# seq_magnitude_comparator_flat

### src/rtl/cmp_pkg.sv
// Shared encodings for seq_magnitude_comparator: result codes, FSM states and
// the cascade-priority resolution used when every slice compares equal.
package cmp_pkg;

    localparam logic [2:0] CMP_GT   = 3'b100;
    localparam logic [2:0] CMP_LT   = 3'b010;
    localparam logic [2:0] CMP_EQ   = 3'b001;
    localparam logic [2:0] CMP_NONE = 3'b000;

    typedef enum logic [1:0] {IDLE, RUN, DONE} cmp_state_t;

    // Cascade {gt,lt,eq} with priority gt > lt > eq; an all-zero cascade means plain equality.
    function automatic logic [2:0] resolve_cascade(input logic [2:0] casc);
        if (casc[2]) return CMP_GT;
        if (casc[1]) return CMP_LT;
        return CMP_EQ;
    endfunction

endpackage

### src/rtl/seq_magnitude_comparator_if.sv
// Start/done handshake plus operand/result bus of seq_magnitude_comparator.
// Defining CMP_SIGNED_EN adds the iSigned operand-mode signal.
interface seq_magnitude_comparator_if #(
    parameter int WIDTH = 16
);
    logic             iStart;
    logic [WIDTH-1:0] iData_a;
    logic [WIDTH-1:0] iData_b;
    logic [2:0]       iData;
`ifdef CMP_SIGNED_EN
    logic             iSigned;
`endif
    logic [2:0]       oData;
    logic             oBusy;
    logic             oDone;

`ifdef CMP_SIGNED_EN
    modport master (output iStart, iData_a, iData_b, iData, iSigned,
                    input  oData, oBusy, oDone);
    modport slave  (input  iStart, iData_a, iData_b, iData, iSigned,
                    output oData, oBusy, oDone);
`else
    modport master (output iStart, iData_a, iData_b, iData,
                    input  oData, oBusy, oDone);
    modport slave  (input  iStart, iData_a, iData_b, iData,
                    output oData, oBusy, oDone);
`endif

endinterface

### src/rtl/cmp_slice.sv
// Combinational unsigned comparison of one SLICE-bit operand slice.
module cmp_slice #(
    parameter int SLICE = 4
) (
    input  logic [SLICE-1:0] a,
    input  logic [SLICE-1:0] b,
    output logic             gt,
    output logic             lt,
    output logic             eq
);

    assign gt = (a > b);
    assign lt = (a < b);
    assign eq = (a == b);

endmodule

### src/rtl/seq_magnitude_comparator.sv
// Multi-cycle MSB-first magnitude comparator, one SLICE per clock with early exit.
// Optional signed mode is compiled in with CMP_SIGNED_EN.
module seq_magnitude_comparator
    import cmp_pkg::*;
#(
    parameter int WIDTH = 16,
    parameter int SLICE = 4
) (
    input  logic                       iClk,
    input  logic                       iRst,
    seq_magnitude_comparator_if.slave  cmp_if
);

    localparam int NSLICE = WIDTH / SLICE;
    localparam int IDX_W  = (NSLICE > 1) ? $clog2(NSLICE) : 1;
    localparam logic [IDX_W-1:0] IDX_TOP = IDX_W'(NSLICE - 1);

    cmp_state_t       state_q;
    logic [WIDTH-1:0] a_q;
    logic [WIDTH-1:0] b_q;
    logic [2:0]       casc_q;
    logic [2:0]       res_q;
    logic [IDX_W-1:0] idx_q;
    logic             busy_q;
    logic             done_q;
`ifdef CMP_SIGNED_EN
    logic             signed_q;
`endif

    logic [SLICE-1:0] sl_a;
    logic [SLICE-1:0] sl_b;
    logic             s_gt;
    logic             s_lt;
    logic             s_eq;

    always_comb begin
        sl_a = '0;
        sl_b = '0;
        for (int s = 0; s < NSLICE; s++) begin
            if (idx_q == IDX_W'(s)) begin
                sl_a = a_q[s*SLICE +: SLICE];
                sl_b = b_q[s*SLICE +: SLICE];
            end
        end
`ifdef CMP_SIGNED_EN
        // Flipping both sign bits maps two's-complement order onto unsigned order.
        if (signed_q && (idx_q == IDX_TOP)) begin
            sl_a[SLICE-1] = ~sl_a[SLICE-1];
            sl_b[SLICE-1] = ~sl_b[SLICE-1];
        end
`endif
    end

    cmp_slice #(.SLICE(SLICE)) u_slice (
        .a  (sl_a),
        .b  (sl_b),
        .gt (s_gt),
        .lt (s_lt),
        .eq (s_eq)
    );

    always_ff @(posedge iClk or posedge iRst) begin
        if (iRst) begin
            state_q  <= IDLE;
            a_q      <= '0;
            b_q      <= '0;
            casc_q   <= '0;
            idx_q    <= '0;
            res_q    <= CMP_NONE;
            busy_q   <= 1'b0;
            done_q   <= 1'b0;
`ifdef CMP_SIGNED_EN
            signed_q <= 1'b0;
`endif
        end else begin
            done_q <= 1'b0;
            case (state_q)
                IDLE, DONE: begin
                    if (cmp_if.iStart) begin
                        a_q      <= cmp_if.iData_a;
                        b_q      <= cmp_if.iData_b;
                        casc_q   <= cmp_if.iData;
`ifdef CMP_SIGNED_EN
                        signed_q <= cmp_if.iSigned;
`endif
                        idx_q    <= IDX_TOP;
                        busy_q   <= 1'b1;
                        state_q  <= RUN;
                    end else begin
                        state_q  <= IDLE;
                    end
                end
                RUN: begin
                    if (!s_eq) begin
                        res_q   <= {s_gt, s_lt, 1'b0};
                        busy_q  <= 1'b0;
                        done_q  <= 1'b1;
                        state_q <= DONE;
                    end else if (idx_q != '0) begin
                        idx_q   <= idx_q - 1'b1;
                    end else begin
                        res_q   <= resolve_cascade(casc_q);
                        busy_q  <= 1'b0;
                        done_q  <= 1'b1;
                        state_q <= DONE;
                    end
                end
                default: begin
                    busy_q  <= 1'b0;
                    state_q <= IDLE;
                end
            endcase
        end
    end

    assign cmp_if.oData = res_q;
    assign cmp_if.oBusy = busy_q;
    assign cmp_if.oDone = done_q;

endmodule
### src/flat_wrapper.sv
// flat-port wrapper written by rule: the top's interface ports become plain ports
module seq_magnitude_comparator_flat import cmp_pkg::*;
#(
    parameter int WIDTH = 16,
    parameter int SLICE = 4
)
  (iClk, iRst, cmp_if_iStart, cmp_if_iData_a, cmp_if_iData_b, cmp_if_iData, cmp_if_oData, cmp_if_oBusy, cmp_if_oDone);
  seq_magnitude_comparator_if #(.WIDTH(WIDTH)) cmp_if_i ();
  input  logic iClk;
  input  logic iRst;
  input wire logic [$bits(cmp_if_i.iStart)-1:0] cmp_if_iStart;
  input wire logic [$bits(cmp_if_i.iData_a)-1:0] cmp_if_iData_a;
  input wire logic [$bits(cmp_if_i.iData_b)-1:0] cmp_if_iData_b;
  input wire logic [$bits(cmp_if_i.iData)-1:0] cmp_if_iData;
  output wire logic [$bits(cmp_if_i.oData)-1:0] cmp_if_oData;
  output wire logic [$bits(cmp_if_i.oBusy)-1:0] cmp_if_oBusy;
  output wire logic [$bits(cmp_if_i.oDone)-1:0] cmp_if_oDone;
  assign cmp_if_i.iStart = cmp_if_iStart;
  assign cmp_if_i.iData_a = cmp_if_iData_a;
  assign cmp_if_i.iData_b = cmp_if_iData_b;
  assign cmp_if_i.iData = cmp_if_iData;
  assign cmp_if_oData = cmp_if_i.oData;
  assign cmp_if_oBusy = cmp_if_i.oBusy;
  assign cmp_if_oDone = cmp_if_i.oDone;
  seq_magnitude_comparator #(.WIDTH(WIDTH), .SLICE(SLICE)) u_core (.iClk(iClk), .iRst(iRst), .cmp_if(cmp_if_i));
endmodule
### config.mk
export PLATFORM = sky130hd
export DESIGN_NAME = seq_magnitude_comparator_flat
export DESIGN_NICKNAME = d
export VERILOG_FILES = /design/src/rtl/cmp_pkg.sv /design/src/rtl/seq_magnitude_comparator_if.sv /design/src/rtl/cmp_slice.sv /design/src/rtl/seq_magnitude_comparator.sv /design/src/flat_wrapper.sv
export SDC_FILE = /design/constraint.sdc
export NUM_CORES = 1
export LEC_CHECK = 0
export ABC_AREA = 1
export CAP_MARGIN = 20
export CORE_MARGIN = 8
export CORE_UTILIZATION = 51
export DETAILED_ROUTE_END_ITERATION = 10
export GPL_TIMING_DRIVEN = 0
export PLACE_DENSITY_LB_ADDON = 0.12
export SYNTH_ARGS = -nofsm -noshare
export SYNTH_HDL_FRONTEND = slang
export SYNTH_HIERARCHICAL = 1
export SYNTH_SLANG_ARGS = --single-unit
### constraint.sdc
create_clock -name iClk -period 3.29 [get_ports iClk]
set_input_delay 0.658 -clock iClk [delete_from_list [all_inputs] [get_ports iClk]]
set_output_delay 0.658 -clock iClk [all_outputs]
set_load 0.01 [all_outputs]
==> run_results.csv <==
group,metric,value,unit
floorplanning,fp-utilization,0.517,
power_and_ir_drop,leakagePower,1.46,nW
clock_network,clk_latency,0.29,ns
yosys,synth_area,0.00220,mm²
cells_and_area,final_util,0.648,
worst_setup_path,worst-path-buf-inv,5,
worst_setup_path,worstSetupStartpointType,"register",
routing,routed_wl,5.05,mm
clock_network,cts_made_buffers,5,
yosys,synth_area_leader_cell,"dfrtp_1",
clock_network,cts_max_level,2,
yosys,syn_inst,285,
yosys,synthTopLogicFamily,"simple AND/OR/NAND/NOR gates",
cells_and_area,antennaDiodeCount,0,
yosys,synth-simple-area-share,0.275,
routing,routed.top_layer,"met4",
global_route,grtUsageMet1,0.217,
routing,wl_met1,2.37,mm
worst_setup_path,max_stage_delay,0.41,ns
final_timing,fin_crit_sh,0.832,
cells_and_area,final_cells,386,
yosys,synth.distinct_cells,17,
routing,met3_length,279,µm
yosys,mux_area_frac,0,
power_and_ir_drop,pwr-share-comb,0.536,
placed_design,dp.cells,378,
yosys,ys_sh_adder,0.0511,
outcome,status,"finished clean",
power_and_ir_drop,powerComb,0.00140,W
==> cells by family after synthesis <==
family	after synthesis
buf+inv	46
simple gates	147
flops	43
compound gates	40
fa+ha+maj	9
==> stage by stage <==
stage	area (µm²)	setup WS (ns)
after floorplan	2200	0.985
after global placement	2680	0.680
after detailed placement	2680	0.614
after CTS	2760	0.588
after global routing	2760	0.282
final	2760	0.554
==> sequential cells by signal, summed over array words and instances, names as in the netlist <==
signal,count
u_core/cmp_if.oData,3
u_core/b_q,16
u_core/a_q,16
u_core/cmp_if.oBusy,1
u_core/idx_q,2
u_core/state_q,2
u_core/casc_q,2
u_core/cmp_if.oDone,1
==> worst paths after layout <==
path                                 start                   to  cells past startpoint
min in group asynchronous             iRst  u_core/cmp_if.oDone                      2
min reg2reg                 u_core/a_q[12]       u_core/a_q[12]                      2
max reg2reg                u_core/idx_q[1]      u_core/idx_q[0]                     17
max                        u_core/idx_q[1]      u_core/idx_q[0]                     17
min                         u_core/a_q[12]       u_core/a_q[12]                      2
max in group asynchronous             iRst        u_core/a_q[5]                      2
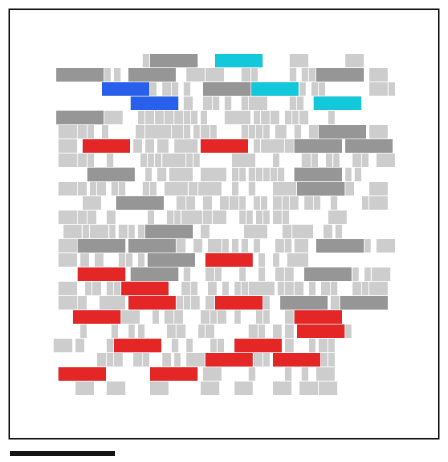
Fig. 1. Register map, names as in the netlist (seq_magnitude_comparator_flat).
Bar = 20 µm.
legend:
  u_core/cmp_if.oData:
    color: cyan
    placed_flops: 3
  u_core/idx_q:
    color: blue
    placed_flops: 2
  u_core/a_q:
    color: red
    placed_flops: 16
not colored: 22


# rptr_empty_lvl

Fig. 2: rptr_empty_lvl, wiring heat map
Bar = 20 µm. The die is cut into 11 by 11 equal tiles; dark blue is low, red is high, scaled to the fullest tile. Values are wire area over tile area, all layers added.
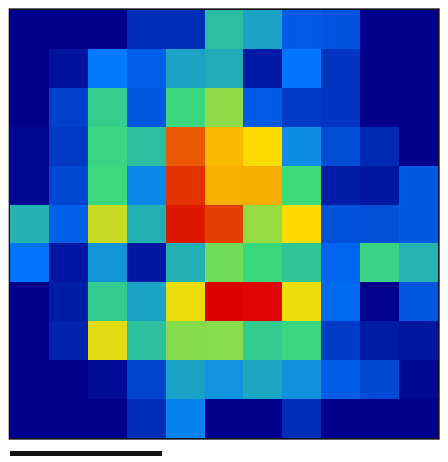
[src/rtl/rptr_empty_lvl.sv]
// rtl/rptr_empty_lvl.sv - async FIFO read pointer, empty/almost-empty flags and fill level
// Optional sticky underflow detector enabled by defining RPTR_UFLOW_EN.

module rptr_empty_lvl #(
    parameter int ADDR_WIDTH = 3,
    parameter int AE_THRESH  = 1
) (
    input  logic                  rclk,
    input  logic                  rst,
    input  logic                  rinc,
    input  logic [ADDR_WIDTH:0]   wptr_sync,
`ifdef RPTR_UFLOW_EN
    input  logic                  uflow_clr,
    output logic                  underflow,
`endif
    output logic [ADDR_WIDTH:0]   rptr,
    output logic [ADDR_WIDTH-1:0] raddr,
    output logic                  empty,
    output logic                  almost_empty,
    output logic [ADDR_WIDTH:0]   rlevel
);

    localparam logic [ADDR_WIDTH:0] AE_LVL = (ADDR_WIDTH+1)'(AE_THRESH);

    logic [ADDR_WIDTH:0] rbin;
    logic [ADDR_WIDTH:0] rbin_next;
    logic [ADDR_WIDTH:0] rgray_next;
    logic [ADDR_WIDTH:0] wbin_sync;
    logic [ADDR_WIDTH:0] lvl_next;
    logic                pop;

    // Each binary bit is the XOR of all Gray bits at or above it.
    always_comb begin
        wbin_sync = '0;
        for (int i = 0; i <= ADDR_WIDTH; i++) begin
            wbin_sync[i] = ^(wptr_sync >> i);
        end
    end

    always_comb begin
        pop        = rinc & ~empty;
        rbin_next  = rbin + {{ADDR_WIDTH{1'b0}}, pop};
        rgray_next = (rbin_next >> 1) ^ rbin_next;
        lvl_next   = wbin_sync - rbin_next;
    end

    always_ff @(posedge rclk) begin
        if (rst) begin
            rbin         <= '0;
            rptr         <= '0;
            raddr        <= '0;
            empty        <= 1'b1;
            almost_empty <= 1'b1;
            rlevel       <= '0;
        end else begin
            rbin         <= rbin_next;
            rptr         <= rgray_next;
            raddr        <= rbin_next[ADDR_WIDTH-1:0];
            empty        <= (rgray_next == wptr_sync);
            rlevel       <= lvl_next;
            almost_empty <= (lvl_next <= AE_LVL);
        end
    end

`ifdef RPTR_UFLOW_EN
    // Set has priority over clear so a same-cycle underflow is never lost.
    always_ff @(posedge rclk) begin
        if (rst) begin
            underflow <= 1'b0;
        end else if (rinc && empty) begin
            underflow <= 1'b1;
        end else if (uflow_clr) begin
            underflow <= 1'b0;
        end
    end
`endif

endmodule

[config.mk]
export PLATFORM = sky130hd
export DESIGN_NAME = rptr_empty_lvl
export DESIGN_NICKNAME = d
export VERILOG_FILES = /design/src/rtl/rptr_empty_lvl.sv
export SDC_FILE = /design/constraint.sdc
export NUM_CORES = 1
export LEC_CHECK = 0
export CAP_MARGIN = 10
export CELL_PAD_IN_SITES_DETAIL_PLACEMENT = 2
export CELL_PAD_IN_SITES_GLOBAL_PLACEMENT = 2
export CORE_MARGIN = 3
export CORE_UTILIZATION = 26
export DETAILED_ROUTE_END_ITERATION = 8
export PLACE_DENSITY = 0.78
export SYNTH_ARGS = -nofsm -noshare
export SYNTH_HDL_FRONTEND = slang
export SYNTH_SLANG_ARGS = --single-unit
[constraint.sdc]
create_clock -name rclk -period 3.8 [get_ports rclk]
set_input_delay 0.76 -clock rclk [delete_from_list [all_inputs] [get_ports rclk]]
set_output_delay 0.76 -clock rclk [all_outputs]
set_load 0.03 [all_outputs]
==> run_results.csv <==
group,metric,value,unit
cells_and_area,syn_to_final_growth,38.6,%
cells_and_area,lay_top_count,"clkdlybuf4s50_1",
routing,antenna_left,0,
cells_and_area,final_util,0.395,
worst_setup_path,cp_slowest_cell,"a2111oi_0",
power_and_ir_drop,pg_clk,0.0000856,W
power_and_ir_drop,pwr-share-comb,0.349,
routing,wl_per_cell,13.6,µm
cells_and_area,antennaDiodeCount,0,
cells_and_area,lay_top_cells,"clkdlybuf4s50_1 (19), dfxtp_1 (13), xnor2_1 (10), nor2_1 (10)",
worst_setup_path,cp-end-kind,"register",
routing,drc,0,
clock_network,cts_hold_buf,0,
yosys,mux_area_frac,0.0152,
yosys,synth_area,661,µm²
global_route,overflow,0,
outcome,status,"finished clean",
worst_hold_path,hold_end,"rptr[3]",
## Picture notes: Fig. 2
tiles over half the peak: 17%
nearly empty tiles: 23%
densest ninth of the die: center
mean over tiles: 0.077
emptiest ninth of the die: upper right
fullest tile: 0.28

## routing by layer
layer / share of wire / global-route usage
met5: 0 / 0
met1: 0.48 / 0.155
met4: 0.014 / 0.0407
met3: 0.036 / 0.0230
met2: 0.47 / 0.180
## synth_stat cells
library cell	n	area, µm²
a2111oi_0	1	8.76
a21boi_0	1	7.51
a21oi_1	1	5.00
a31o_2	1	8.76
a41o_1	1	10.0
and2_1	1	6.26
clkbuf_1	1	3.75
dfxtp_1	13	260
ha_1	5	62.6
inv_1	5	18.8
inv_2	1	3.75
mux2i_1	1	10.0
nand3_1	1	5.00
nor2_1	10	37.5
nor2b_1	2	12.5
o2111a_2	1	12.5
o21bai_1	1	7.51
o31ai_1	2	15.0
or4_4	1	11.3
xnor2_1	10	87.6
xnor3_1	1	22.5
xor2_1	5	43.8
## cell type report
class,instances,area share
multi-input cells,46,0.408
flip-flops and latches,13,0.284
repair buffers,20,0.216
well taps,28,0.0383
clock buffers,4,0.0287
inverters,6,0.0246
## sequential cells by signal (all words and copies together) (netlist names)
signal        count
almost_empty      1
rlevel            4
rptr              4
rbin              1
empty             1
raddr             2

# fl_distributor

**src/rtl/fl_distributor.sv**
```systemverilog
// fl_distributor: FrameLink 1-to-N demux routed by an ID field in the SOF word.
// Define FL_DISTRIB_OUTREG_EN to add a 2-entry output skid buffer (1-cycle latency).
module fl_distributor #(
  parameter int DATA_WIDTH   = 32,
  parameter int OUTPUT_COUNT = 4,
  parameter int ID_OFFSET    = 0,
  parameter int DREM_WIDTH   = (DATA_WIDTH > 8) ? $clog2(DATA_WIDTH/8) : 1,
  parameter int SEL_WIDTH    = $clog2(OUTPUT_COUNT)
) (
  input  logic                               CLK,
  input  logic                               RESET,
  input  logic [DATA_WIDTH-1:0]              RX_DATA,
  input  logic [DREM_WIDTH-1:0]              RX_REM,
  input  logic                               RX_SOF_N,
  input  logic                               RX_EOF_N,
  input  logic                               RX_SOP_N,
  input  logic                               RX_EOP_N,
  input  logic                               RX_SRC_RDY_N,
  output logic                               RX_DST_RDY_N,
  output logic [OUTPUT_COUNT*DATA_WIDTH-1:0] TX_DATA,
  output logic [OUTPUT_COUNT*DREM_WIDTH-1:0] TX_REM,
  output logic [OUTPUT_COUNT-1:0]            TX_SOF_N,
  output logic [OUTPUT_COUNT-1:0]            TX_EOF_N,
  output logic [OUTPUT_COUNT-1:0]            TX_SOP_N,
  output logic [OUTPUT_COUNT-1:0]            TX_EOP_N,
  output logic [OUTPUT_COUNT-1:0]            TX_SRC_RDY_N,
  input  logic [OUTPUT_COUNT-1:0]            TX_DST_RDY_N,
  output logic [15:0]                        DROP_CNT
);

  typedef enum logic [1:0] {IDLE, FWD, DROP} state_t;

  state_t               state;
  logic [SEL_WIDTH-1:0] sel;
  logic [15:0]          drop_cnt;

  logic [SEL_WIDTH-1:0] id;
  logic [SEL_WIDTH-1:0] dest;
  logic                 id_ok;
  logic                 rx_vld;
  logic                 rx_xfer;
  logic                 route_en;
  logic                 rx_rdy_n;

  assign rx_vld  = ~RX_SRC_RDY_N;
  assign id      = RX_DATA[ID_OFFSET +: SEL_WIDTH];
  assign id_ok   = int'(id) < OUTPUT_COUNT;
  assign rx_xfer = rx_vld & ~rx_rdy_n;

  assign RX_DST_RDY_N = rx_rdy_n;
  assign DROP_CNT     = drop_cnt;

  // route_en: the current input word belongs to an output (dest)
  always_comb begin
    route_en = 1'b0;
    dest     = sel;
    unique case (state)
      IDLE: begin
        if (rx_vld && !RX_SOF_N && id_ok) begin
          route_en = 1'b1;
          dest     = id;
        end
      end
      FWD:     route_en = 1'b1;
      default: route_en = 1'b0;
    endcase
  end

  always_ff @(posedge CLK) begin
    if (RESET) begin
      state    <= IDLE;
      sel      <= '0;
      drop_cnt <= '0;
    end else if (rx_xfer) begin
      unique case (state)
        IDLE: begin
          if (!RX_SOF_N) begin
            if (id_ok) begin
              sel   <= id;
              state <= RX_EOF_N ? FWD : IDLE;
            end else begin
              if (drop_cnt != 16'hFFFF)
                drop_cnt <= drop_cnt + 16'd1;
              state <= RX_EOF_N ? DROP : IDLE;
            end
          end
        end
        FWD, DROP: begin
          if (!RX_EOF_N)
            state <= IDLE;
        end
        default: state <= IDLE;
      endcase
    end
  end

`ifndef FL_DISTRIB_OUTREG_EN

  always_comb begin
    TX_SRC_RDY_N = '1;
    if (!RESET && route_en)
      TX_SRC_RDY_N[dest] = RX_SRC_RDY_N;
  end

  assign rx_rdy_n = RESET    ? 1'b1 :
                    route_en ? TX_DST_RDY_N[dest] : 1'b0;

  assign TX_DATA  = {OUTPUT_COUNT{RX_DATA}};
  assign TX_REM   = {OUTPUT_COUNT{RX_REM}};
  assign TX_SOF_N = {OUTPUT_COUNT{RX_SOF_N}};
  assign TX_EOF_N = {OUTPUT_COUNT{RX_EOF_N}};
  assign TX_SOP_N = {OUTPUT_COUNT{RX_SOP_N}};
  assign TX_EOP_N = {OUTPUT_COUNT{RX_EOP_N}};

`else

  typedef struct packed {
    logic [DATA_WIDTH-1:0] data;
    logic [DREM_WIDTH-1:0] rem;
    logic                  sof_n;
    logic                  eof_n;
    logic                  sop_n;
    logic                  eop_n;
    logic [SEL_WIDTH-1:0]  dest;
  } word_t;

  word_t      mem [2];
  word_t      in_w;
  word_t      head;
  logic       wr_ptr;
  logic       rd_ptr;
  logic [1:0] cnt;
  logic       push;
  logic       pop;

  assign in_w = {RX_DATA, RX_REM, RX_SOF_N, RX_EOF_N,
                 RX_SOP_N, RX_EOP_N, dest};
  assign head = mem[rd_ptr];

  // input readiness depends only on occupancy, never on TX_DST_RDY_N
  assign rx_rdy_n = RESET | (cnt == 2'd2);
  assign push     = rx_xfer & route_en;
  assign pop      = !RESET && (cnt != 2'd0) && !TX_DST_RDY_N[head.dest];

  always_ff @(posedge CLK) begin
    if (RESET) begin
      wr_ptr <= 1'b0;
      rd_ptr <= 1'b0;
      cnt    <= 2'd0;
    end else begin
      if (push) begin
        mem[wr_ptr] <= in_w;
        wr_ptr      <= ~wr_ptr;
      end
      if (pop)
        rd_ptr <= ~rd_ptr;
      cnt <= cnt + {1'b0, push} - {1'b0, pop};
    end
  end

  always_comb begin
    TX_SRC_RDY_N = '1;
    if (!RESET && cnt != 2'd0)
      TX_SRC_RDY_N[head.dest] = 1'b0;
  end

  assign TX_DATA  = {OUTPUT_COUNT{head.data}};
  assign TX_REM   = {OUTPUT_COUNT{head.rem}};
  assign TX_SOF_N = {OUTPUT_COUNT{head.sof_n}};
  assign TX_EOF_N = {OUTPUT_COUNT{head.eof_n}};
  assign TX_SOP_N = {OUTPUT_COUNT{head.sop_n}};
  assign TX_EOP_N = {OUTPUT_COUNT{head.eop_n}};

`endif

endmodule

```
**config.mk**
```make
export PLATFORM = sky130hd
export DESIGN_NAME = fl_distributor
export DESIGN_NICKNAME = d
export VERILOG_FILES = /design/src/rtl/fl_distributor.sv
export SDC_FILE = /design/constraint.sdc
export NUM_CORES = 1
export LEC_CHECK = 0
export ABC_AREA = 1
export CAP_MARGIN = 20
export CORE_ASPECT_RATIO = 0.7
export CORE_MARGIN = 4
export CORE_UTILIZATION = 27
export CTS_BUF_LIST = sky130_fd_sc_hd__clkbuf_4
export DETAILED_ROUTE_END_ITERATION = 12
export DONT_BUFFER_PORTS = 1
export SLEW_MARGIN = 5
export SYNTH_ARGS = -nofsm -noshare
export SYNTH_HDL_FRONTEND = slang
export SYNTH_SLANG_ARGS = --single-unit
```
**constraint.sdc**
```tcl
create_clock -name CLK -period 1.2 [get_ports CLK]
set_input_delay 0.24 -clock CLK [delete_from_list [all_inputs] [get_ports CLK]]
set_output_delay 0.24 -clock CLK [all_outputs]
set_load 0.05 [all_outputs]
```
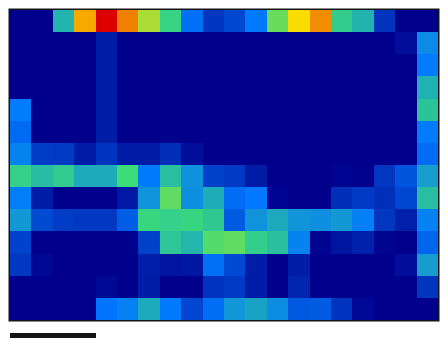
Fig. 3. Wiring heat map (fl_distributor).
Bar = 20 µm. The die is cut into 20 by 14 equal tiles; dark blue is low, red is high, scaled to the fullest tile. Values are wire area over tile area, all layers added.
densest ninth of the die: bottom center
tiles over half the peak: 3.9%
mean over tiles: 0.056
fullest tile: 0.47
nearly empty tiles: 54%

==> run_results.csv <==
group,metric,value,unit
power_and_ir_drop,maxPowerGroup,"combinational cells",
routing,firstDrtPassIters,4,
worst_setup_path,cp.depth,8,
worst_hold_path,holdPathStages,3,
worst_setup_path,r2r_end,"sel[1]",
power_and_ir_drop,p_per_area,804,mW/mm²
final_timing,whs,0.172,ns
final_timing,setup_viol,8,
outcome,status,"complete, but fails checks",
clock_network,cts_tree,"done",
final_timing,setup_slack,-0.357,ns
floorplanning,core,0.00570,mm²
routing,drt-initial-drc-count,12,
power_and_ir_drop,finalPower,0.000644,W
outcome,violations,"negative setup slack",
worst_setup_path,worst_setup_path_endpoint,"TX_SRC_RDY_N[3]",
worst_hold_path,min_from,"RESET",
-- routing by layer --
metal  track usage  vias up  wire (µm)
met4        0.0318        0         10
met3        0.0778        2        577
li1              -      226          -
met1        0.0524      219        646
met2        0.0521       75        753
met5             0        -          0
-- layout make-up --
| class | count | area, µm² | share of cell area |
|---|---|---|---|
| tap | 75 | 93.8 | 0.117 |
| clock buffer | 4 | 30.0 | 0.0375 |
| sequential | 3 | 61.3 | 0.0766 |
| multi-input combinational | 54 | 387 | 0.483 |
| inverter | 9 | 38.8 | 0.0484 |
| timing repair buffer | 20 | 190 | 0.237 |
-- kinds of logic (layout without fill, tap and decap cells) --
family / after synthesis / count (layout) / synth area share
flip-flops: 3 / 3 / 0.0380
other: 1 / 16 / 0.00237
buffers and inverters: 177 / 33 / 0.819
AND/OR/NAND/NOR: 34 / 34 / 0.116
AND-OR/OR-AND: 4 / 4 / 0.0245
-- through the flow --
stage                     TNS [ns]  cell area (µm²)  std cells
after floorplan             -0.504             1680        234
after global placement      -0.878              631        154
after detailed placement    -0.779              631        154
after CTS                    -2.45              721        163
after global routing         -3.17              801        165
final                        -2.45              801        165
-- state kept, by name, indices dropped and copies added (netlist names) --
name,count
sel,2
state,1


==> layout pictures side by side <==
Metal layers overlaid.
Bar = 20 µm.
picture 1
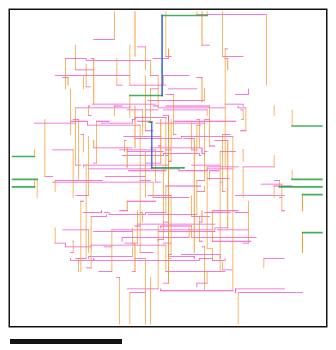
picture 2
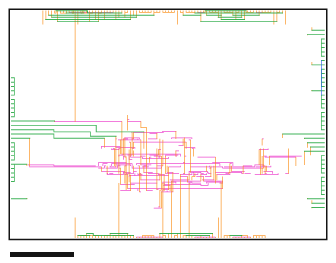
picture 3
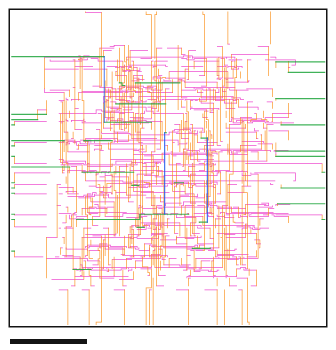
Picture 2 comes from fl_distributor.
Picture 3 comes from seq_magnitude_comparator_flat.
Picture 1 comes from rptr_empty_lvl.

Key to picture 3:
legend:
  M1:
    color: magenta
    wire_length: 2370 µm
  M4:
    color: blue
    wire_length: 59.8 µm
  M2:
    color: orange
    wire_length: 2340 µm
  M3:
    color: green
    wire_length: 279 µm

Power is estimated from default activity; no workload was simulated.
